# ---- design 1 ----
$ cat config.mk
export PLATFORM = sky130hd
export DESIGN_NAME = bus_master
export DESIGN_NICKNAME = d
export VERILOG_FILES = /design/src/rtl/bus_master.sv
export SDC_FILE = /design/constraint.sdc
export NUM_CORES = 1
export LEC_CHECK = 0
export CAP_MARGIN = 20
export CELL_PAD_IN_SITES_DETAIL_PLACEMENT = 2
export CELL_PAD_IN_SITES_GLOBAL_PLACEMENT = 2
export CORE_ASPECT_RATIO = 0.6
export CORE_MARGIN = 2
export CORE_UTILIZATION = 28
export CTS_CLUSTER_DIAMETER = 120
export CTS_CLUSTER_SIZE = 12
export DETAILED_ROUTE_END_ITERATION = 10
export PLACE_DENSITY = 0.8
export REMOVE_ABC_BUFFERS = 1
export SYNTH_ARGS = -nofsm -noshare
export SYNTH_HDL_FRONTEND = slang
export SYNTH_SLANG_ARGS = --single-unit
$ cat constraint.sdc
create_clock -name CLK -period 3.65 [get_ports CLK]
set_input_delay 0.9125 -clock CLK [delete_from_list [all_inputs] [get_ports CLK]]
set_output_delay 0.9125 -clock CLK [all_outputs]
set_load 0.02 [all_outputs]
$ cat src/rtl/bus_master.sv
// Asynchronous 68000-style bus master: runs one read or write cycle per
// request through ADDR -> STROBE -> END -> RECOVER, aborting on a bus error,
// a timeout or a misaligned word access.
module bus_master #(
    parameter int TIMEOUT = 64
) (
    input  logic        CLK,
    input  logic        RST,
    input  logic        REQ,
    input  logic        REQ_RW,
    input  logic        REQ_SIZE,
    input  logic [23:0] REQ_ADDR,
    input  logic [15:0] REQ_WDATA,
    output logic        BUSY,
    output logic        DONE,
    output logic        ERR,
    output logic [15:0] RDATA,
    output logic [23:0] ADDR_OUT,
    output logic        AS,
    output logic        UDS,
    output logic        LDS,
    output logic        RW,
    output logic [15:0] DATA_OUT,
    output logic        DATA_OE,
    input  logic [15:0] DATA_IN,
    input  logic        DTACK,
    input  logic        BERR
);

    typedef enum logic [2:0] {
        ST_IDLE,
        ST_ADDR,
        ST_STROBE,
        ST_END,
        ST_RECOVER
    } state_t;

    localparam logic [7:0] TIMEOUT_CNT = 8'(TIMEOUT);

    state_t      state_q, state_d;
    logic [23:0] addr_q, addr_d;
    logic        rw_q, rw_d;
    logic        size_q, size_d;
    logic [15:0] dout_q, dout_d;
    logic        oe_q, oe_d;
    logic        as_q, as_d;
    logic        uds_q, uds_d;
    logic        lds_q, lds_d;
    logic        done_q, done_d;
    logic        err_q, err_d;
    logic [15:0] rdata_q, rdata_d;
    logic [7:0]  cnt_q, cnt_d;
    logic [7:0]  cnt_inc;

    assign cnt_inc = cnt_q + 8'd1;

    // Next-state logic; strobes, DONE and ERR are computed from the next state
    // so that every bus-visible control comes straight out of a flop.
    always_comb begin
        state_d = state_q;
        addr_d  = addr_q;
        rw_d    = rw_q;
        size_d  = size_q;
        dout_d  = dout_q;
        oe_d    = oe_q;
        rdata_d = rdata_q;
        cnt_d   = cnt_q;
        as_d    = 1'b1;
        uds_d   = 1'b1;
        lds_d   = 1'b1;
        done_d  = 1'b0;
        err_d   = 1'b0;
        case (state_q)
            ST_IDLE: begin
                if (REQ) begin
                    if (!REQ_SIZE && REQ_ADDR[0]) begin
                        // Misaligned word: abort without touching the bus.
                        state_d = ST_END;
                        err_d   = 1'b1;
                    end else begin
                        state_d = ST_ADDR;
                        addr_d  = REQ_ADDR;
                        rw_d    = REQ_RW;
                        size_d  = REQ_SIZE;
                        if (!REQ_RW) begin
                            dout_d = REQ_SIZE ? {REQ_WDATA[7:0], REQ_WDATA[7:0]} : REQ_WDATA;
                            oe_d   = 1'b1;
                        end
                    end
                end
            end
            ST_ADDR: begin
                state_d = ST_STROBE;
                cnt_d   = 8'd0;
                as_d    = 1'b0;
                // Word uses both lanes; an even byte is the upper lane, an odd byte the lower.
                uds_d   = size_q & addr_q[0];
                lds_d   = size_q & ~addr_q[0];
            end
            ST_STROBE: begin
                if (!BERR) begin
                    state_d = ST_END;
                    err_d   = 1'b1;
                end else if (!DTACK) begin
                    state_d = ST_END;
                    done_d  = 1'b1;
                    if (rw_q) begin
                        if (!size_q)
                            rdata_d = DATA_IN;
                        else if (!addr_q[0])
                            rdata_d = {8'h00, DATA_IN[15:8]};
                        else
                            rdata_d = {8'h00, DATA_IN[7:0]};
                    end
                end else if (cnt_inc == TIMEOUT_CNT) begin
                    state_d = ST_END;
                    err_d   = 1'b1;
                end else begin
                    cnt_d = cnt_inc;
                    as_d  = 1'b0;
                    uds_d = uds_q;
                    lds_d = lds_q;
                end
            end
            ST_END: begin
                state_d = ST_RECOVER;
                rw_d    = 1'b1;
                oe_d    = 1'b0;
            end
            ST_RECOVER: begin
                state_d = ST_IDLE;
            end
            default: begin
                state_d = ST_IDLE;
            end
        endcase
    end

    // State and output registers, cleared asynchronously so a reset mid-cycle
    // releases the bus without waiting for a clock edge.
    always_ff @(posedge CLK or posedge RST) begin
        if (RST) begin
            state_q <= ST_IDLE;
            addr_q  <= 24'd0;
            rw_q    <= 1'b1;
            size_q  <= 1'b0;
            dout_q  <= 16'd0;
            oe_q    <= 1'b0;
            as_q    <= 1'b1;
            uds_q   <= 1'b1;
            lds_q   <= 1'b1;
            done_q  <= 1'b0;
            err_q   <= 1'b0;
            rdata_q <= 16'd0;
            cnt_q   <= 8'd0;
        end else begin
            state_q <= state_d;
            addr_q  <= addr_d;
            rw_q    <= rw_d;
            size_q  <= size_d;
            dout_q  <= dout_d;
            oe_q    <= oe_d;
            as_q    <= as_d;
            uds_q   <= uds_d;
            lds_q   <= lds_d;
            done_q  <= done_d;
            err_q   <= err_d;
            rdata_q <= rdata_d;
            cnt_q   <= cnt_d;
        end
    end

    assign BUSY     = (state_q != ST_IDLE);
    assign DONE     = done_q;
    assign ERR      = err_q;
    assign RDATA    = rdata_q;
    assign ADDR_OUT = addr_q;
    assign AS       = as_q;
    assign UDS      = uds_q;
    assign LDS      = lds_q;
    assign RW       = rw_q;
    assign DATA_OUT = dout_q;
    assign DATA_OE  = oe_q;

endmodule

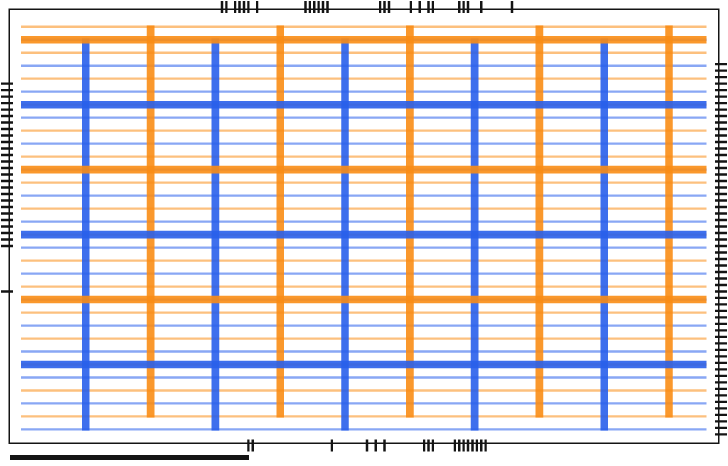
*Supply network, design 1*
Bar = 50 µm. Pins as bars on the die edge.
VDD -> orange
VSS -> blue
signal pins = 127
met4 straps = 10

==> impl_metrics.toml <==
# yosys + openroad results
[final_layout]
nNonClkBuffers = 129
layout.cells.non_filler = 575
utilization = 0.428
final.clkbuf_count = 12
nFillCells = 1245
largest_class = "flip-flops and latches"

[pwr]
seq_power_share = 0.331
netSwitchingFraction = 0.378
comb_power_mw = 2.03

[logic_synthesis]
yosys_cells = 284
most_common_cell = "dfrtp_1"
ys_sh_xor = 0.00752
async_reset_ff_frac = 1.00
synth_area_um2 = 3500
synthFlopType = "dfrtp_1"

[clocking]
tritoncts = "yes"
cts_sinks = 75

[critical_path]
crit_path_start_kind = "flip-flop"
cp-end-kind = "output port"

[hold_path]
hold_depth = 1

[status]
status = "complete, no violations"

[die]
die_width_um = 148
fp_util = 0.289
dieArea_um2 = 13400

[sta]
finalHoldViolations = 0
worst-slew-pin-transition_ps = 745

[drt]
wl_met1_um = 5050
dr.pass1.iters = 4
wl_met3_um = 823

[global_route]
grt-busiest-layer = "met2"
==> placed cells by master (no fill, tap or decap), drive strengths merged, types with 2 or more instances in the layout <==
master	n
a21oi	11
a22o	2
a2bb2oi	2
a31oi	2
and3	2
buf	3
clkbuf	12
clkdlybuf4s50	126
dfrtp	71
dfstp	4
ha	2
inv	5
mux2	31
mux2i	17
nand2	24
nand2b	12
nand3	3
nand4	3
nor2	16
nor2b	2
nor3b	4
nor4	3
o21ai	25
o221ai	3
o2bb2ai	2
xnor2	2
==> critical path: cells and delay by family (launching register included) <==
family,cells,cell delay (ps)
buffers and inverters,1,560
DFF,1,480
and+or+nand+nor,1,440

# ---- design 2 ----
### Routing congestion, design 2

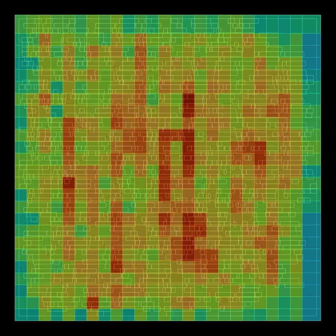
### Routed metal, one color a layer, design 2

Bar = 50 µm.
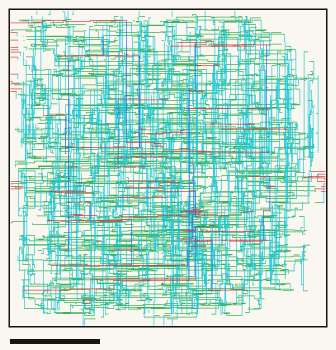
`config.mk`:
```
export PLATFORM = sky130hd
export DESIGN_NAME = instr_mem_loader
export DESIGN_NICKNAME = d
export VERILOG_FILES = /design/src/rtl/instr_mem_loader.sv
export SDC_FILE = /design/constraint.sdc
export NUM_CORES = 1
export LEC_CHECK = 0
export CELL_PAD_IN_SITES_DETAIL_PLACEMENT = 0
export CELL_PAD_IN_SITES_GLOBAL_PLACEMENT = 1
export CORE_MARGIN = 2
export CORE_UTILIZATION = 45
export CTS_BUF_LIST = sky130_fd_sc_hd__clkbuf_8 sky130_fd_sc_hd__clkbuf_16
export CTS_CLUSTER_SIZE = 24
export DETAILED_ROUTE_END_ITERATION = 8
export PLACE_DENSITY_LB_ADDON = 0.1
export SLEW_MARGIN = 20
export SYNTH_ARGS = -nofsm -noshare
export SYNTH_HDL_FRONTEND = slang
export SYNTH_SLANG_ARGS = --single-unit
```
`constraint.sdc`:
```
create_clock -name clk -period 2.2 [get_ports clk]
set_input_delay 0.44 -clock clk [delete_from_list [all_inputs] [get_ports clk]]
set_output_delay 0.44 -clock clk [all_outputs]
set_load 0.01 [all_outputs]
```
`src/rtl/instr_mem_loader.sv`:
```
//------------------------------------------------------------------------------
// Module      : instr_mem_loader
// Description : Instruction store for a 4-bit fetch interface, with a
//               byte-serial program-load port (high byte first). While a
//               load is in progress the fetch output is forced to NOP so
//               the core never executes a half-written program.
// Ports       : clk, rst         - clock, synchronous active-high reset
//               address          - fetch address from the core
//               instruction      - registered instruction (1-cycle latency)
//               load_start       - pulse: begin/restart a load at word 0
//               load_end         - pulse: terminate the load early
//               load_valid       - load_byte valid this cycle
//               load_byte        - program byte, high byte of each word first
//               load_ready       - block accepts a byte this cycle
//               loading          - a load is in progress
//               load_done        - one-cycle pulse when a load completes/ends
//               load_count       - words written by the current or last load
// Revision    : 1.0 - initial release
//------------------------------------------------------------------------------
`default_nettype none

module instr_mem_loader #(
  parameter int          DEPTH    = 16,
  parameter int          ADDR_W   = 4,
  parameter int          DATA_W   = 16,
  parameter logic [15:0] NOP_WORD = 16'h0000
) (
  input  logic              clk,
  input  logic              rst,
  input  logic [ADDR_W-1:0] address,
  output logic [DATA_W-1:0] instruction,
  input  logic              load_start,
  input  logic              load_end,
  input  logic              load_valid,
  input  logic [7:0]        load_byte,
  output logic              load_ready,
  output logic              loading,
  output logic              load_done,
  output logic [ADDR_W:0]   load_count
);

  localparam logic [1:0] c_IDLE = 2'd0;
  localparam logic [1:0] c_HI   = 2'd1;
  localparam logic [1:0] c_LO   = 2'd2;

  localparam logic [ADDR_W-1:0] c_LAST = ADDR_W'(DEPTH - 1);

  logic [1:0]        r_state;
  logic [ADDR_W-1:0] r_ptr;
  logic [7:0]        r_hi_byte;
  logic [ADDR_W:0]   r_count;
  logic              r_done;
  logic [DATA_W-1:0] r_instr;
  logic [DATA_W-1:0] r_mem [DEPTH];

  logic w_active;
  logic w_we;

  assign w_active = (r_state == c_HI) || (r_state == c_LO);

  // load_start and load_end both outrank a byte, so a word is only committed
  // when neither is asserted alongside the low byte.
  assign w_we = (r_state == c_LO) && load_valid && !load_start && !load_end;

  assign load_ready  = w_active;
  assign loading     = w_active;
  assign load_done   = r_done;
  assign load_count  = r_count;
  assign instruction = r_instr;

  // Memory array and read port. The read uses the pre-edge loading flag, so
  // the edge on which a load ends still returns NOP.
  always_ff @(posedge clk) begin
    if (rst) begin
      for (int i = 0; i < DEPTH; i++) begin
        r_mem[i] <= NOP_WORD;
      end
      r_instr <= NOP_WORD;
    end else begin
      if (w_we) begin
        r_mem[r_ptr] <= {r_hi_byte, load_byte};
      end
      r_instr <= w_active ? NOP_WORD : r_mem[address];
    end
  end

  // Load sequencer.
  always_ff @(posedge clk) begin
    if (rst) begin
      r_state   <= c_IDLE;
      r_ptr     <= '0;
      r_hi_byte <= '0;
      r_count   <= '0;
      r_done    <= 1'b0;
    end else begin
      r_done <= 1'b0;
      if (load_start) begin
        // Start or restart; a restart never produces a done pulse.
        r_state   <= c_HI;
        r_ptr     <= '0;
        r_count   <= '0;
        r_hi_byte <= '0;
      end else begin
        case (r_state)
          c_HI: begin
            if (load_end) begin
              r_state <= c_IDLE;
              r_done  <= 1'b1;
            end else if (load_valid) begin
              r_hi_byte <= load_byte;
              r_state   <= c_LO;
            end
          end
          c_LO: begin
            if (load_end) begin
              // Pending high byte is dropped; no partial word is written.
              r_state   <= c_IDLE;
              r_done    <= 1'b1;
              r_hi_byte <= '0;
            end else if (load_valid) begin
              r_count <= r_count + 1'b1;
              if (r_ptr == c_LAST) begin
                // Memory full: finish without wrapping the pointer.
                r_state <= c_IDLE;
                r_done  <= 1'b1;
              end else begin
                r_ptr   <= r_ptr + 1'b1;
                r_state <= c_HI;
              end
            end
          end
          default: begin
            r_state <= c_IDLE;
          end
        endcase
      end
    end
  end

endmodule

`default_nettype wire

```
==> impl_metrics.toml <==
# yosys + openroad results
[status]
status = "complete, no violations"

[final_layout]
sh_comb_area = 0.288
drive_above_1_share = 0.163
utilization = 0.534

[critical_path]
crit_path_start = "r_state[0]$_SDFFE_PP0P_"
required_ps = 1760
crit_cells = 4
slowest_delay_ps = 380
crit_family = "buffers and inverters"

[hold_path]
min_from = "r_hi_byte[5]$_SDFFE_PP0P_"
holdCritPathClass = "reg -> reg"

[pwr]
maxPowerGroup = "registers"

[global_route]
grt_pass1_vias = 7862

[sta]
relSlewSlack = 0.452
rsz0062_at_grt = "false"

[clocking]
clock_path_buffers = 3
holdBufCountCts = 0
cts_inserted_buffers = 34

[logic_synthesis]
yosys_warnings = 0

[die]
taps = 390
fp_util = 0.454

[drt]
drt_iter0_drc = 714
## Picture notes: 'Routing congestion' of design 2
Total Routing Usage GR: 0.234
global-route met2 utilization: 0.384

## Picture notes: 'Routed metal, one color a layer' of design 2
met2 -> cyan  # wire length 17,000 µm
met3 -> red  # wire length 1,520 µm
met4 -> blue  # wire length 660 µm
met1 -> green  # wire length 16,200 µm

cell families (layout without fill, tap and decap cells):
family | after synthesis | after routing | share of synthesized area
AND-OR/OR-AND | 96 | 96 | 0.0501
XOR/XNOR | 7 | 7 | 0.00459
adder cells (fa/ha/maj) | 7 | 7 | 0.00656
buffers and inverters | 82 | 191 | 0.0322
flip-flops | 292 | 292 | 0.630
multiplexers | 125 | 125 | 0.0975
AND/OR/NAND/NOR | 375 | 375 | 0.179
worst reg2reg max path, delay by kind of cell (launching register included):
family | cells | cell delay, ps
simple gates | 4 | 980
flops | 1 | 330
buf+inv | 2 | 210
fa+ha+maj | 1 | 160

# ---- design 3 ----
`src/rtl/spike_inject_8.sv`:
```
// spike_inject_8 - programmable spike injector for the 8-bit sample path.
// Passes din through with one cycle of latency and, when enabled, replaces
// one or two samples per interval with a saturated din +/- amp spike.
// spike_flag marks every injected output sample; spike_cnt counts events.
module spike_inject_8 #(
    parameter int          PERIOD_W  = 16,
    parameter int          JIT_W     = 4,
    parameter logic [15:0] LFSR_SEED = 16'hACE1
) (
    input  logic                clk,
    input  logic                rst_n,
    input  logic [7:0]          din,
    input  logic                en,
    input  logic [PERIOD_W-1:0] period,
    input  logic [7:0]          amp,
    input  logic                width2,
    input  logic                rand_en,
    input  logic                pol_neg,
    input  logic                pol_alt,
    input  logic                cnt_clr,
    output logic [7:0]          dout,
    output logic                spike_flag,
    output logic [15:0]         spike_cnt
);

    // Interval counter carries one extra bit so the jittered reload never wraps.
    localparam int CW = PERIOD_W + 1;

    typedef enum logic [1:0] {
        S_IDLE  = 2'd0,
        S_COUNT = 2'd1,
        S_HIT1  = 2'd2,
        S_HIT2  = 2'd3
    } state_t;

    // Saturating add/subtract of the spike amplitude, widened to 9 bits.
    function automatic logic [7:0] spike_val(input logic [7:0] d,
                                             input logic [7:0] a,
                                             input logic       neg);
        logic [8:0] sum;
        logic [7:0] res;
        sum = {1'b0, d} + {1'b0, a};
        if (neg) begin
            res = (d > a) ? (d - a) : 8'd0;
        end else begin
            res = sum[8] ? 8'hFF : sum[7:0];
        end
        return res;
    endfunction

    state_t            state_r, state_n_s, state_d_s;
    logic [CW-1:0]     cnt_r, cnt_n_s;
    logic [15:0]       lfsr_r, lfsr_n_s;
    logic              tog_r, tog_n_s;
    logic              w2_r, w2_n_s;
    logic [7:0]        dout_r, dout_n_s;
    logic              flag_r, flag_n_s;
    logic [15:0]       spike_cnt_r, spike_cnt_n_s;
    logic              hit1_s;
    logic [PERIOD_W-1:0] pe_s;
    logic [JIT_W-1:0]  jit_s;
    logic [1:0]        dec_s;
    logic [CW:0]       sum_s;
    logic [CW-1:0]     reload_s;
    logic [7:0]        spike_s;

    // Reload value: clamped period minus the event length plus optional jitter.
    always_comb begin
        pe_s     = (period < PERIOD_W'(3)) ? PERIOD_W'(3) : period;
        dec_s    = width2 ? 2'd3 : 2'd2;
        jit_s    = rand_en ? lfsr_r[JIT_W-1:0] : {JIT_W{1'b0}};
        sum_s    = (CW+1)'(pe_s) - (CW+1)'(dec_s) + (CW+1)'(jit_s);
        reload_s = sum_s[CW] ? {CW{1'b1}} : sum_s[CW-1:0];
        spike_s  = spike_val(din, amp, pol_neg ^ (pol_alt & tog_r));
    end

    // Next-state and next-output logic of the injection sequencer.
    always_comb begin
        state_n_s = state_r;
        cnt_n_s   = cnt_r;
        w2_n_s    = w2_r;
        tog_n_s   = tog_r;
        dout_n_s  = din;
        flag_n_s  = 1'b0;
        hit1_s    = 1'b0;
        case (state_r)
            S_IDLE: begin
                if (en) begin
                    cnt_n_s   = reload_s;
                    w2_n_s    = width2;
                    state_n_s = S_COUNT;
                end else begin
                    state_n_s = S_IDLE;
                end
            end
            S_COUNT: begin
                if (cnt_r == {CW{1'b0}}) begin
                    state_n_s = S_HIT1;
                end else begin
                    cnt_n_s = cnt_r - CW'(1);
                end
            end
            S_HIT1: begin
                dout_n_s = spike_s;
                flag_n_s = 1'b1;
                hit1_s   = 1'b1;
                if (w2_r && en) begin
                    state_n_s = S_HIT2;
                end else begin
                    cnt_n_s   = reload_s;
                    w2_n_s    = width2;
                    tog_n_s   = tog_r ^ pol_alt;
                    state_n_s = S_COUNT;
                end
            end
            S_HIT2: begin
                dout_n_s  = spike_s;
                flag_n_s  = 1'b1;
                cnt_n_s   = reload_s;
                w2_n_s    = width2;
                tog_n_s   = tog_r ^ pol_alt;
                state_n_s = S_COUNT;
            end
            default: begin
                state_n_s = S_IDLE;
            end
        endcase
        // Dropping en always parks the sequencer after the current cycle.
        state_d_s = en ? state_n_s : S_IDLE;
    end

    // Event counter and LFSR next values.
    always_comb begin
        if (cnt_clr) begin
            spike_cnt_n_s = hit1_s ? 16'd1 : 16'd0;
        end else begin
            spike_cnt_n_s = spike_cnt_r + {15'd0, hit1_s};
        end
        if (en) begin
            lfsr_n_s = {lfsr_r[14:0], lfsr_r[15] ^ lfsr_r[13] ^ lfsr_r[12] ^ lfsr_r[10]};
        end else begin
            lfsr_n_s = lfsr_r;
        end
    end

    // State, counters and registered outputs.
    always_ff @(posedge clk or negedge rst_n) begin
        if (!rst_n) begin
            state_r     <= S_IDLE;
            cnt_r       <= {CW{1'b0}};
            lfsr_r      <= LFSR_SEED;
            tog_r       <= 1'b0;
            w2_r        <= 1'b0;
            dout_r      <= 8'd0;
            flag_r      <= 1'b0;
            spike_cnt_r <= 16'd0;
        end else begin
            state_r     <= state_d_s;
            cnt_r       <= cnt_n_s;
            lfsr_r      <= lfsr_n_s;
            tog_r       <= tog_n_s;
            w2_r        <= w2_n_s;
            dout_r      <= dout_n_s;
            flag_r      <= flag_n_s;
            spike_cnt_r <= spike_cnt_n_s;
        end
    end

    assign dout       = dout_r;
    assign spike_flag = flag_r;
    assign spike_cnt  = spike_cnt_r;

endmodule
```
`config.mk`:
```
export PLATFORM = sky130hd
export DESIGN_NAME = spike_inject_8
export DESIGN_NICKNAME = d
export VERILOG_FILES = /design/src/rtl/spike_inject_8.sv
export SDC_FILE = /design/constraint.sdc
export NUM_CORES = 1
export LEC_CHECK = 0
export ABC_AREA = 1
export CAP_MARGIN = 30
export CORE_MARGIN = 4
export CORE_UTILIZATION = 56
export DETAILED_ROUTE_END_ITERATION = 16
export PLACE_DENSITY = 0.78
export SETUP_SLACK_MARGIN = 0.1
export SYNTH_ARGS = -nofsm -noshare
export SYNTH_HDL_FRONTEND = slang
export SYNTH_SLANG_ARGS = --single-unit
```
`constraint.sdc`:
```
create_clock -name clk -period 3.2 [get_ports clk]
set_input_delay 0.64 -clock clk [delete_from_list [all_inputs] [get_ports clk]]
set_output_delay 0.64 -clock clk [all_outputs]
set_load 0.05 [all_outputs]
```
==> impl_metrics.toml <==
# yosys + openroad results
[status]
status = "complete, no violations"

[final_layout]
logic_area_um2 = 3020
nFillCells = 595
syn2layout_area_growth_pct = 33.6

[pwr]
max-vdd-ir-drop_uv = 249
pg_clk_mw = 0.835

[global_route]
grt_max_degree = 41
grt_antenna_before_repair = 0

[drt]
drc_errors = 0

[critical_path]
cp_cell_sequence = "clkbuf_2 -> nor2_2 -> nand2_2 -> nor2_4 -> a21oi_2 -> ha_1 -> inv_2 -> ha_4 -> fa_2 -> a21oi_2 -> nor2_1 -> nor2_2 -> nor2_2 -> a21boi_2 -> nand2_2 -> nor2_4 -> nand2_2 -> nand2_1 -> nand2_1 -> nand3_2 -> nand2_1 -> nand2_1"
slowest_delay_ps = 380
cp_num_buf_inv = 2

[logic_synthesis]
synth.area.top_cells = "dfrtp_1 (28%), nand2_1 (11%), inv_1 (8.1%)"
logic_family = "simple AND/OR/NAND/NOR gates"
yosys_warnings = 0

[clocking]
cts_setup_buffers = 7

[job]
cap_violations = 0

[die]
num_rows = 33
==> cell type report <==
cell class,instances,area share
inverters,111,0.0644
multi-input cells,492,0.462
clock inverters,4,0.0146
well taps,105,0.0201
clock buffers,12,0.0222
flip-flops and latches,62,0.239
repair buffers,141,0.177
==> stage by stage <==
stage / power, mW / hold slack [ps] / setup TNS, ps / utilization
after floorplan: 1.44 / 344 / 0 / -
after global placement: 1.69 / 464 / -6190 / 0.731
after detailed placement: 1.72 / 466 / -8700 / 0.731
after CTS: 2.58 / 263 / 0 / 0.767
after global routing: 2.79 / 285 / -0.836 / 0.783
final: 2.63 / 258 / 0 / 0.783
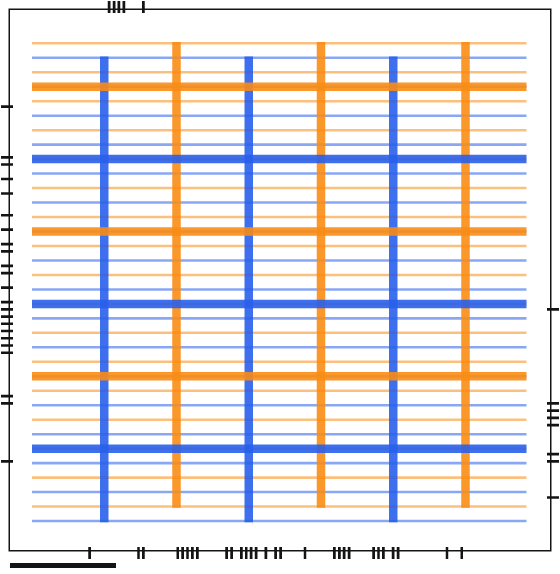
*Supply network, design 3*
Bar = 20 µm. Pins as bars on the die edge.
VSS -> blue
VDD -> orange
signal pins = 65
met4 straps = 6
met5 straps = 6
rows = 33
met1 rails = 34


# ---- design 4 ----
### Clock wires, drivers and flops, design 4

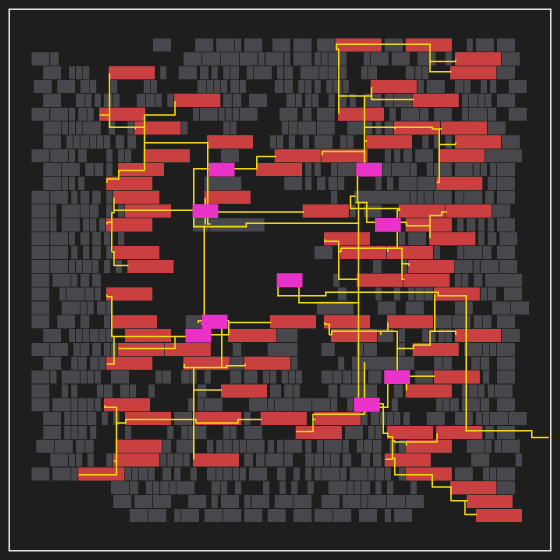
===== src/rtl/dmem_arbiter.sv =====
// rtl/dmem_arbiter.sv - two-port round-robin data-memory arbiter (optional DMEM_ALIGN_CHECK_EN alignment reject)
module dmem_arbiter #(
    parameter int ADDR_W = 8,
    parameter int DATA_W = 32
) (
    input  logic              clk,
    input  logic              reset,
    input  logic              a_req,
    input  logic              a_rw,
    input  logic [1:0]        a_size,
    input  logic [ADDR_W-1:0] a_addr,
    input  logic [DATA_W-1:0] a_wdata,
    input  logic              b_req,
    input  logic              b_rw,
    input  logic [1:0]        b_size,
    input  logic [ADDR_W-1:0] b_addr,
    input  logic [DATA_W-1:0] b_wdata,
    output logic              a_done,
    output logic              b_done,
    output logic              a_err,
    output logic              b_err,
    output logic [DATA_W-1:0] rdata,
    output logic              ram_enable,
    output logic              ram_rw,
    output logic [1:0]        ram_size,
    output logic [ADDR_W-1:0] ram_addr,
    output logic [DATA_W-1:0] ram_din,
    input  logic [DATA_W-1:0] ram_dout
);

    localparam logic [1:0] S_IDLE   = 2'd0;
    localparam logic [1:0] S_ACCESS = 2'd1;
    localparam logic [1:0] S_DONE   = 2'd2;

    logic [1:0]        state_q, state_d;
    logic              gnt_b_q, gnt_b_d;
    logic              rej_q, rej_d;
    logic              cmd_rw_q, cmd_rw_d;
    logic [1:0]        cmd_size_q, cmd_size_d;
    logic [ADDR_W-1:0] cmd_addr_q, cmd_addr_d;
    logic [DATA_W-1:0] cmd_din_q, cmd_din_d;
    logic [DATA_W-1:0] rdata_q, rdata_d;

    logic              pick_b;
    logic              sel_rw;
    logic [1:0]        sel_size;
    logic [ADDR_W-1:0] sel_addr;
    logic [DATA_W-1:0] sel_wdata;
    logic              reject;

    // On contention the port that did not win last time is granted.
    assign pick_b    = b_req && (!a_req || !gnt_b_q);
    assign sel_rw    = pick_b ? b_rw    : a_rw;
    assign sel_size  = pick_b ? b_size  : a_size;
    assign sel_addr  = pick_b ? b_addr  : a_addr;
    assign sel_wdata = pick_b ? b_wdata : a_wdata;

`ifdef DMEM_ALIGN_CHECK_EN
    assign reject = (sel_size == 2'b11) ||
                    (sel_size == 2'b01 && sel_addr[0]) ||
                    (sel_size == 2'b10 && sel_addr[1:0] != 2'b00);
`else
    assign reject = 1'b0;
`endif

    always_comb begin
        state_d    = state_q;
        gnt_b_d    = gnt_b_q;
        rej_d      = rej_q;
        cmd_rw_d   = cmd_rw_q;
        cmd_size_d = cmd_size_q;
        cmd_addr_d = cmd_addr_q;
        cmd_din_d  = cmd_din_q;
        rdata_d    = rdata_q;
        case (state_q)
            S_IDLE: begin
                if (a_req || b_req) begin
                    gnt_b_d = pick_b;
                    rej_d   = reject;
                    if (reject) begin
                        state_d = S_DONE;
                    end else begin
                        state_d    = S_ACCESS;
                        cmd_rw_d   = sel_rw;
                        cmd_size_d = sel_size;
                        cmd_addr_d = sel_addr;
                        cmd_din_d  = sel_wdata;
                    end
                end
            end
            S_ACCESS: begin
                if (!cmd_rw_q) begin
                    rdata_d = ram_dout;
                end
                state_d = S_DONE;
            end
            S_DONE:  state_d = S_IDLE;
            default: state_d = S_IDLE;
        endcase
    end

    always_ff @(posedge clk or posedge reset) begin
        if (reset) begin
            state_q    <= S_IDLE;
            gnt_b_q    <= 1'b1;
            rej_q      <= 1'b0;
            cmd_rw_q   <= 1'b0;
            cmd_size_q <= 2'b00;
            cmd_addr_q <= '0;
            cmd_din_q  <= '0;
            rdata_q    <= '0;
        end else begin
            state_q    <= state_d;
            gnt_b_q    <= gnt_b_d;
            rej_q      <= rej_d;
            cmd_rw_q   <= cmd_rw_d;
            cmd_size_q <= cmd_size_d;
            cmd_addr_q <= cmd_addr_d;
            cmd_din_q  <= cmd_din_d;
            rdata_q    <= rdata_d;
        end
    end

    // Outputs decode straight from state so an asynchronous reset clears them at once.
    assign ram_enable = (state_q == S_ACCESS);
    assign ram_rw     = ram_enable && cmd_rw_q;
    assign ram_size   = cmd_size_q;
    assign ram_addr   = cmd_addr_q;
    assign ram_din    = cmd_din_q;
    assign rdata      = rdata_q;

    assign a_done = (state_q == S_DONE) && !gnt_b_q && !rej_q;
    assign b_done = (state_q == S_DONE) &&  gnt_b_q && !rej_q;
`ifdef DMEM_ALIGN_CHECK_EN
    assign a_err  = (state_q == S_DONE) && !gnt_b_q &&  rej_q;
    assign b_err  = (state_q == S_DONE) &&  gnt_b_q &&  rej_q;
`else
    assign a_err  = 1'b0;
    assign b_err  = 1'b0;
`endif

endmodule


===== config.mk =====
export PLATFORM = sky130hd
export DESIGN_NAME = dmem_arbiter
export DESIGN_NICKNAME = d
export VERILOG_FILES = /design/src/rtl/dmem_arbiter.sv
export SDC_FILE = /design/constraint.sdc
export NUM_CORES = 1
export LEC_CHECK = 0
export ABC_AREA = 1
export CAP_MARGIN = 10
export CORE_MARGIN = 4
export CORE_UTILIZATION = 40
export CTS_CLUSTER_DIAMETER = 60
export DETAILED_ROUTE_END_ITERATION = 16
export GPL_ROUTABILITY_DRIVEN = 0
export PLACE_DENSITY = 0.84
export SETUP_SLACK_MARGIN = 0.2
export SLEW_MARGIN = 20
export SYNTH_ARGS = -nofsm -noshare
export SYNTH_HDL_FRONTEND = slang
export SYNTH_SLANG_ARGS = --single-unit

===== constraint.sdc =====
create_clock -name clk -period 2.7 [get_ports clk]
set_input_delay 0.405 -clock clk [delete_from_list [all_inputs] [get_ports clk]]
set_output_delay 0.405 -clock clk [all_outputs]
set_load 0.05 [all_outputs]

==> impl_metrics.toml <==
# yosys + openroad results
[clocking]
cts_max_level = 3
holdBufCountCts = 0
clk_latency_ps = 340

[critical_path]
slowest_stage = "clkdlybuf4s50_1"
rr_endpoint = "rdata[13]$_DFFE_PP0P_"

[final_layout]
utilization = 0.666
final_layout_top_logic_cell = "nand2_1"

[logic_synthesis]
top_cells_by_count = "nand2_1 (197), nand3_1 (118), inv_1 (88)"
syn_area_per_cell_um2 = 7.31
edf_count = 0
yosys.area_share.simple = 0.358
synth.area.top_cells = "dfrtp_1 (50%), nand2_1 (19%), nand3_1 (15%)"
yosysTopAreaCellShare = 0.500
most_common_cell = "nand2_1"

[sta]
worst-slew-pin-transition_ps = 1010
hold_ws_ps = 474

[status]
status = "complete, no violations"

[die]
num_rows = 35

[global_route]
grt_util_met1 = 0.256

[placement]
hpwlAfterDp_um = 8470
Notes on 'Clock wires, drivers and flops' of design 4 above:
cells driving clock nets -> magenta  # count 9
flip-flops -> red  # count 78
clock wires -> yellow  # length 903 µm
routed clock nets = 10
flops lie = spread over the die

==> metal layers <==
metal / vias up / wire (µm)
li1: 1967 / -
met1: 1789 / 4780
met2: 180 / 5400
met3: 22 / 925
met4: 0 / 233
met5: - / 0
==> layout make-up <==
class | count | area [µm²] | area share
Clock inverter | 7 | 121 | 0.0195
Multi-Input combinational cell | 328 | 1410 | 0.227
Sequential cell | 78 | 1950 | 0.314
Inverter | 90 | 339 | 0.0546
Tap cell | 129 | 161 | 0.0260
Timing Repair Buffer | 207 | 2100 | 0.339
Clock buffer | 9 | 124 | 0.0199

# ---- design 5 ----
## config.mk

```make
export PLATFORM = sky130hd
export DESIGN_NAME = ibus_cksyn_ctrl
export DESIGN_NICKNAME = d
export VERILOG_FILES = /design/src/rtl/ibus_cksyn_ctrl.sv
export SDC_FILE = /design/constraint.sdc
export NUM_CORES = 1
export LEC_CHECK = 0
export CAP_MARGIN = 30
export CORE_UTILIZATION = 43
export CTS_BUF_LIST = sky130_fd_sc_hd__clkbuf_4 sky130_fd_sc_hd__clkbuf_8 sky130_fd_sc_hd__clkbuf_16
export CTS_CLUSTER_DIAMETER = 200
export DETAILED_ROUTE_END_ITERATION = 10
export PLACE_DENSITY = 0.67
export RECOVER_POWER = 50
export SYNTH_ARGS = -nofsm -noshare
export SYNTH_HDL_FRONTEND = slang
export SYNTH_SLANG_ARGS = --single-unit
```

## constraint.sdc

```tcl
create_clock -name clk_ungated -period 1.66 [get_ports clk_ungated]
set_input_delay 0.249 -clock clk_ungated [delete_from_list [all_inputs] [get_ports clk_ungated]]
set_output_delay 0.249 -clock clk_ungated [all_outputs]
set_load 0.05 [all_outputs]
```

## src/rtl/ibus_cksyn_ctrl.sv

```systemverilog
// ibus_cksyn_ctrl: ratio controller for the instruction-bus clock-sync path.
// Divides clk_ungated by 1..4 to produce the bus clock enable (ck_en) and a
// toggle for the downstream phase detector. Ratio changes are deferred to a
// bus-cycle boundary with no transfer in flight, then followed by a frozen
// settle window so the phase detector can re-learn the new ratio.
//
// Ports:
//   clk_ungated   - free-running core clock, all state on its rising edge
//   rst_a         - asynchronous active-low reset
//   ratio_req     - requested ratio (00=1:1, 01=1:2, 10=1:3, 11=1:4)
//   ratio_req_vld - request valid, held with ratio_req stable until ack
//   ratio_req_ack - one-cycle pulse when a request completes
//   bus_busy      - bus transfer in flight, blocks a ratio switch
//   ck_en         - bus clock enable, one clk_ungated cycle wide
//   toggle        - inverts on every ck_en cycle
//   cur_ratio     - ratio currently in effect
//   switching     - high while a change is draining or settling
//   stop_req/stop_ack - clock stop handshake (IBUS_CKSYN_CTRL_STOP_EN only)
//
// Build option: define IBUS_CKSYN_CTRL_STOP_EN to add the STOP state and the
// stop_req/stop_ack ports.

module ibus_cksyn_ctrl #(
  parameter logic [1:0]  RESET_RATIO   = 2'b00,
  parameter int unsigned SETTLE_CYCLES = 4
) (
  input  logic       clk_ungated,
  input  logic       rst_a,
  input  logic [1:0] ratio_req,
  input  logic       ratio_req_vld,
  output logic       ratio_req_ack,
  input  logic       bus_busy,
`ifdef IBUS_CKSYN_CTRL_STOP_EN
  input  logic       stop_req,
  output logic       stop_ack,
`endif
  output logic       ck_en,
  output logic       toggle,
  output logic [1:0] cur_ratio,
  output logic       switching
);

  localparam logic [3:0] SETTLE_LOAD = 4'(SETTLE_CYCLES - 1);

`ifdef IBUS_CKSYN_CTRL_STOP_EN
  typedef enum logic [1:0] {ST_RUN, ST_DRAIN, ST_SETTLE, ST_STOP} state_t;
`else
  typedef enum logic [1:0] {ST_RUN, ST_DRAIN, ST_SETTLE} state_t;
`endif

  state_t     state_r;
  logic [1:0] div_cnt_r;
  logic [1:0] cur_ratio_r;
  logic [1:0] new_ratio_r;
  logic [3:0] settle_cnt_r;
  logic       toggle_r;
  logic       ack_r;
  logic       ack_pend_r;   // settle window was entered from a ratio switch
`ifdef IBUS_CKSYN_CTRL_STOP_EN
  logic       stop_ack_r;
`endif

  // Divider only runs (and enables the bus clock) in RUN and DRAIN.
  assign ck_en = ((state_r == ST_RUN) || (state_r == ST_DRAIN)) &&
                 (div_cnt_r == cur_ratio_r);

  assign toggle        = toggle_r;
  assign ratio_req_ack = ack_r;
  assign cur_ratio     = cur_ratio_r;
  assign switching     = (state_r == ST_DRAIN) || (state_r == ST_SETTLE);
`ifdef IBUS_CKSYN_CTRL_STOP_EN
  assign stop_ack      = stop_ack_r;
`endif

  // Control FSM, divider and handshake registers.
  always_ff @(posedge clk_ungated or negedge rst_a) begin
    if (!rst_a) begin
      state_r      <= ST_SETTLE;
      div_cnt_r    <= 2'd0;
      cur_ratio_r  <= RESET_RATIO;
      new_ratio_r  <= RESET_RATIO;
      settle_cnt_r <= SETTLE_LOAD;
      toggle_r     <= 1'b0;
      ack_r        <= 1'b0;
      ack_pend_r   <= 1'b0;
`ifdef IBUS_CKSYN_CTRL_STOP_EN
      stop_ack_r   <= 1'b0;
`endif
    end else begin
      ack_r <= 1'b0;

      // Divider: counter never passes cur_ratio_r, so no wrap handling.
      if (ck_en) begin
        div_cnt_r <= 2'd0;
        toggle_r  <= ~toggle_r;
      end else if ((state_r == ST_RUN) || (state_r == ST_DRAIN)) begin
        div_cnt_r <= div_cnt_r + 2'd1;
      end

      case (state_r)
        ST_RUN: begin
`ifdef IBUS_CKSYN_CTRL_STOP_EN
          // A pending stop masks ratio requests until it is taken.
          if (stop_req) begin
            if (ck_en && !bus_busy) begin
              state_r    <= ST_STOP;
              stop_ack_r <= 1'b1;
            end
          end else
`endif
          // ack_r stops a still-high request being re-accepted in its ack cycle.
          if (ratio_req_vld && !ack_r) begin
            if (ratio_req == cur_ratio_r) begin
              ack_r <= 1'b1;
            end else begin
              new_ratio_r <= ratio_req;
              state_r     <= ST_DRAIN;
            end
          end
        end

        ST_DRAIN: begin
          // Last edge at the old ratio is issued, then the new ratio takes over.
          if (ck_en && !bus_busy) begin
            cur_ratio_r  <= new_ratio_r;
            settle_cnt_r <= SETTLE_LOAD;
            ack_pend_r   <= 1'b1;
            state_r      <= ST_SETTLE;
          end
        end

        ST_SETTLE: begin
          if (settle_cnt_r == 4'd0) begin
            ack_r      <= ack_pend_r;
            ack_pend_r <= 1'b0;
            state_r    <= ST_RUN;
          end else begin
            settle_cnt_r <= settle_cnt_r - 4'd1;
          end
        end

`ifdef IBUS_CKSYN_CTRL_STOP_EN
        ST_STOP: begin
          if (!stop_req) begin
            settle_cnt_r <= SETTLE_LOAD;
            ack_pend_r   <= 1'b0;
            stop_ack_r   <= 1'b0;
            state_r      <= ST_SETTLE;
          end
        end
`endif

        default: begin
          state_r <= ST_SETTLE;
        end
      endcase
    end
  end

endmodule
```

==> impl_metrics.toml <==
# yosys + openroad results
[critical_path]
rr_endpoint = "cur_ratio[1]$_DFFE_PN0P_"
crit_type = "reg -> out"
cp-end-kind = "output port"

[die]
die_h_um = 46.5

[logic_synthesis]
synthFlopType = "dfrtp_1"
synth.distinct_cells = 35
synth.area.top_cells = "dfrtp_1 (35%), dfstp_2 (9.3%), ha_1 (7.4%)"

[sta]
finalMaxSlewViolations = 0
setup_slack_ps = -131
setup_viol = 6

[status]
violations = "negative setup slack"
status = "finished with violations"

[final_layout]
nNonClkBuffers = 34
seq_cell_count = 15

[clocking]
cts_max_level = 1
cell families (layout without fill, tap and decap cells):
| kind of cell | after synthesis | after routing | synth area share |
|---|---|---|---|
| simple gates | 20 | 20 | 0.140 |
| mux | 5 | 5 | 0.0647 |
| fa+ha+maj | 5 | 5 | 0.0735 |
| compound gates | 20 | 20 | 0.175 |
| xor+xnor | 6 | 6 | 0.0618 |
| flops | 15 | 15 | 0.446 |
| buf+inv | 7 | 43 | 0.0397 |
report_power, final:
part	leakage [nW]	switching, mW	internal [mW]
Combinational	0.380	1.07	1.11
Sequential	0.181	0.138	0.571
Clock	0.0184	0.119	0.110
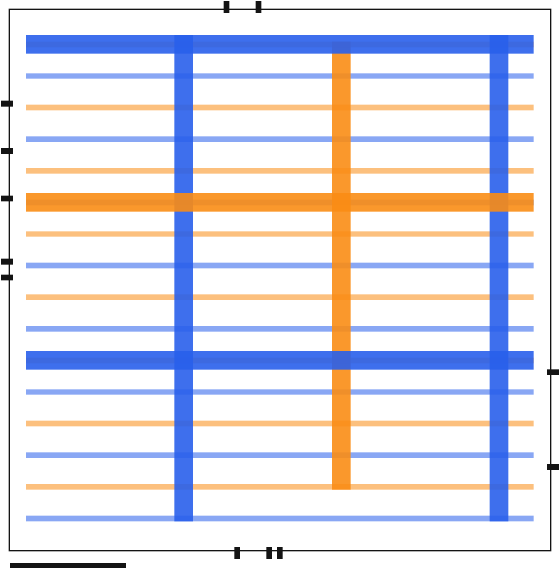
*Supply network, design 5*
Bar = 10 µm. Pins as bars on the die edge.
VDD -> orange
VSS -> blue
rows = 15
met5 straps = 3

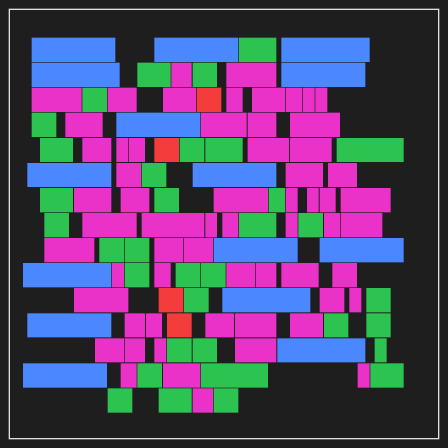
*Placement by cell class, design 5*
all other logic -> magenta  # cells 61, share of their area 43%
clock drivers and dummy loads -> red  # cells 4, share of their area 2.4%
other buffers and delay cells -> green  # cells 34, share of their area 24%
flip-flops -> blue  # cells 15, share of their area 31%

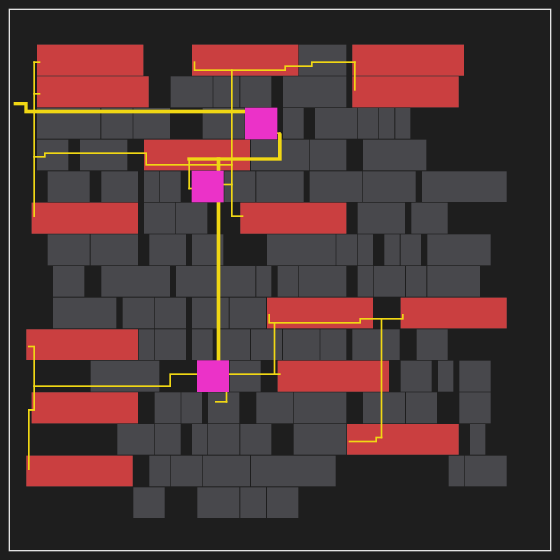
*Clock wires, drivers and flops, design 5*
cells driving clock nets -> magenta  # count 3
clock wires -> yellow  # length 191 µm
flip-flops -> red  # count 15
routed clock nets = 4


# ---- design 6 ----
### Supply network, design 6

Bar = 20 µm. Pins as bars on the die edge.
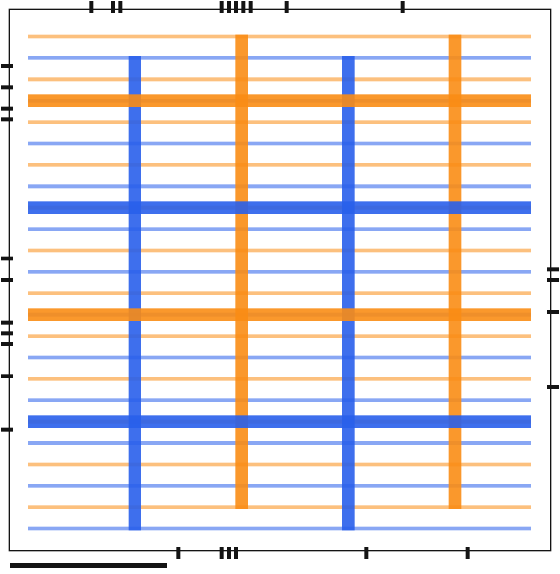
### Placement by cell class, design 6

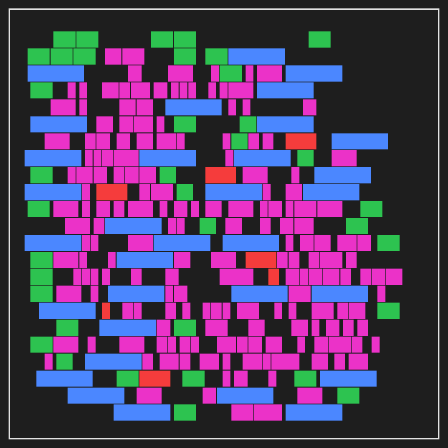
`src/rtl/mux_scan_seq_pkg.sv`:
```
// mux_scan_seq_pkg: shared channel-count, index-width and FSM state constants for the mux select sequencer
package mux_scan_seq_pkg;
  localparam int NCH = 8;
  localparam int CH_W = 3;
  typedef enum logic [1:0] {IDLE = 2'd0, HOLD = 2'd1, FIN = 2'd2} state_t;
endpackage

```
`src/rtl/mux_scan_next.sv`:
```
// mux_scan_next: lowest enabled channel above cur (or from 0 when first); ports mask, cur, first in; nxt, found out
module mux_scan_next
  import mux_scan_seq_pkg::*;
(
  input  logic [NCH-1:0]  mask,
  input  logic [CH_W-1:0] cur,
  input  logic            first,
  output logic [CH_W-1:0] nxt,
  output logic            found
);
  logic [NCH-1:0] cand;
  always_comb begin
    cand = first ? mask : mask & ~((NCH'(2) << cur) - NCH'(1));
    nxt = '0;
    found = 1'b0;
    for (int i = NCH - 1; i >= 0; i--) begin
      if (cand[i]) begin
        nxt = CH_W'(i);
        found = 1'b1;
      end
    end
  end
endmodule

```
`src/rtl/mux_scan_seq.sv`:
```
// mux_scan_seq: dwell-timed ascending walk of enabled 8:1 mux channels; ports clk, rst, start, abort, chan_mask, dwell in; x, s0-s3, chan, sample_valid, busy, done out
module mux_scan_seq
  import mux_scan_seq_pkg::*;
#(
  parameter int DWELL_W = 8
) (
  input  logic               clk,
  input  logic               rst,
  input  logic               start,
  input  logic               abort,
  input  logic [NCH-1:0]     chan_mask,
  input  logic [DWELL_W-1:0] dwell,
  output logic               x,
  output logic               s0,
  output logic               s1,
  output logic               s2,
  output logic               s3,
  output logic [CH_W-1:0]    chan,
  output logic               sample_valid,
  output logic               busy,
  output logic               done
);
  state_t state, state_d;
  logic [DWELL_W-1:0] cnt, cnt_d, dwell_q, dwell_eff;
  logic [NCH-1:0] mask_q;
  logic [CH_W-1:0] chan_d, nxt;
  logic found, in_hold;
  assign in_hold = state == HOLD;
  assign dwell_eff = dwell == '0 ? DWELL_W'(1) : dwell;
  assign x = chan[2];
  assign s0 = chan[0];
  assign s1 = chan[1];
  assign s2 = chan[0];
  assign s3 = chan[1];
  mux_scan_next u_next (
    .mask (in_hold ? mask_q : chan_mask),
    .cur  (chan),
    .first(!in_hold),
    .nxt  (nxt),
    .found(found)
  );
  always_comb begin
    state_d = state;
    cnt_d = cnt;
    chan_d = chan;
    if (in_hold) begin
      if (abort) state_d = IDLE;
      else if (cnt > DWELL_W'(1)) cnt_d = cnt - DWELL_W'(1);
      else if (found) begin
        chan_d = nxt;
        cnt_d = dwell_q;
      end else state_d = FIN;
    end else if (start) begin
      state_d = found ? HOLD : FIN;
      chan_d = found ? nxt : chan;
      cnt_d = found ? dwell_eff : cnt;
    end else state_d = IDLE;
  end
  always_ff @(posedge clk or posedge rst) begin
    if (rst) begin
      state <= IDLE;
      cnt <= '0;
      chan <= '0;
      mask_q <= '0;
      dwell_q <= '0;
      sample_valid <= 1'b0;
      busy <= 1'b0;
      done <= 1'b0;
    end else begin
      state <= state_d;
      cnt <= cnt_d;
      chan <= chan_d;
      if (!in_hold && start) begin
        mask_q <= chan_mask;
        dwell_q <= dwell_eff;
      end
      sample_valid <= state_d == HOLD && cnt_d == DWELL_W'(1);
      busy <= state_d == HOLD;
      done <= state_d == FIN;
    end
  end
endmodule
```
`config.mk`:
```
export PLATFORM = sky130hd
export DESIGN_NAME = mux_scan_seq
export DESIGN_NICKNAME = d
export VERILOG_FILES = /design/src/rtl/mux_scan_seq_pkg.sv /design/src/rtl/mux_scan_next.sv /design/src/rtl/mux_scan_seq.sv
export SDC_FILE = /design/constraint.sdc
export NUM_CORES = 1
export LEC_CHECK = 0
export CORE_MARGIN = 2
export CORE_UTILIZATION = 49
export DETAILED_ROUTE_END_ITERATION = 16
export PLACE_DENSITY_LB_ADDON = 0.3
export SYNTH_ARGS = -nofsm -noshare
export SYNTH_HDL_FRONTEND = slang
export SYNTH_HIERARCHICAL = 1
export SYNTH_SLANG_ARGS = --single-unit
```
`constraint.sdc`:
```
create_clock -name clk -period 3.68 [get_ports clk]
set_input_delay 0.736 -clock clk [delete_from_list [all_inputs] [get_ports clk]]
set_output_delay 0.736 -clock clk [all_outputs]
set_load 0.03 [all_outputs]
```
==> impl_metrics.toml <==
# yosys + openroad results
[final_layout]
diodes = 0
seq_area_um2 = 801
final_layout_top_logic_cell = "nand2_1"
sh_seq_area = 0.329
seq_cell_count = 32

[clocking]
clk_latency_ps = 290
cts_resized = 0
clock_path_buffers = 2

[hold_path]
holdCritPathClass = "reg -> reg"
min_from = "mask_q[0]$_DFFE_PP0P_"

[die]
dieArea_um2 = 4710

[logic_synthesis]
syn_area_per_cell_um2 = 9.10
synth.area.top_cells = "dfrtp_1 (39%), mux2_2 (9.9%), nand2_1 (7.5%)"
synth_area_um2 = 2050
yosys_cells = 225

[global_route]
use_met2 = 0.387
grt-busiest-layer = "met2"

[drt]
totalWireLength_um = 5120
dr.pass1.iters = 5
top_layer_used = "met4"

[sta]
relSlewSlack = 0.574
setup_viol = 0

[critical_path]
crit_family = "simple AND/OR/NAND/NOR gates"
crit_cells = 12

[status]
status = "complete, no violations"

[pwr]
pg_clk_mw = 0.257
Notes on 'Supply network' of design 6 above:
VDD -> orange
VSS -> blue
rows = 23
met4 straps = 4
signal pins = 31
met1 rails = 24

Notes on 'Placement by cell class' of design 6 above:
flip-flops -> blue  # cells 32, share of their area 34%
clock drivers and dummy loads -> red  # cells 7, share of their area 3.3%
other buffers and delay cells -> green  # cells 37, share of their area 15%
all other logic -> magenta  # cells 178, share of their area 48%

[kinds of logic after synthesis]
family	count (synthesis)	share of synthesized area
simple gates	94	0.239
mux	23	0.123
fa+ha+maj	2	0.0122
buf+inv	21	0.0623
flops	32	0.391
compound gates	53	0.172
[per-stage QoR]
step	util	hold WS, ps	instances	total power [mW]
3_5_place_dp	0.590	492	297	1.94
2_1_floorplan	-	472	225	1.64
6_report	0.609	506	304	2.22
5_1_grt	0.609	520	304	2.39
4_1_cts	0.609	509	304	2.21
3_3_place_gp	0.590	488	297	1.92


==> screenshots <==
Routing congestion.
Plate I
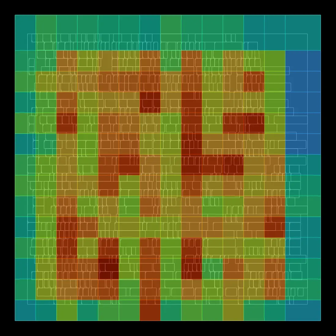
Plate II
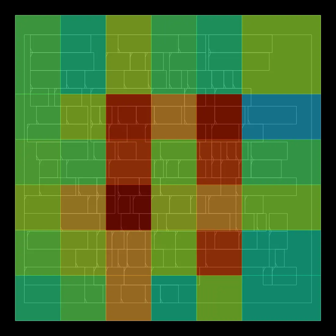
Plate III
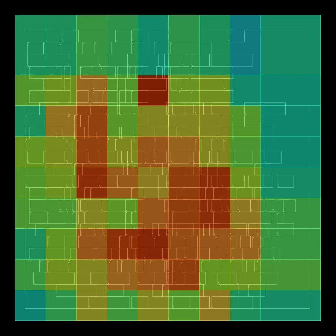
Plate IV
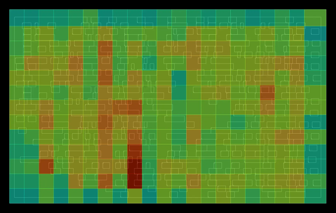
Plate V
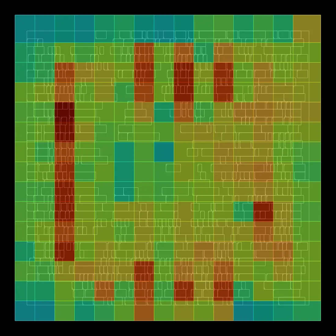
Design 5 is Plate II.
Design 6 is Plate III.
Design 1 is Plate IV.
Design 4 is Plate V.
Design 3 is Plate I.
The one with the lowest utilization is Plate IV.
The one with the lowest track usage is Plate IV.

Power is estimated from default activity; no workload was simulated.
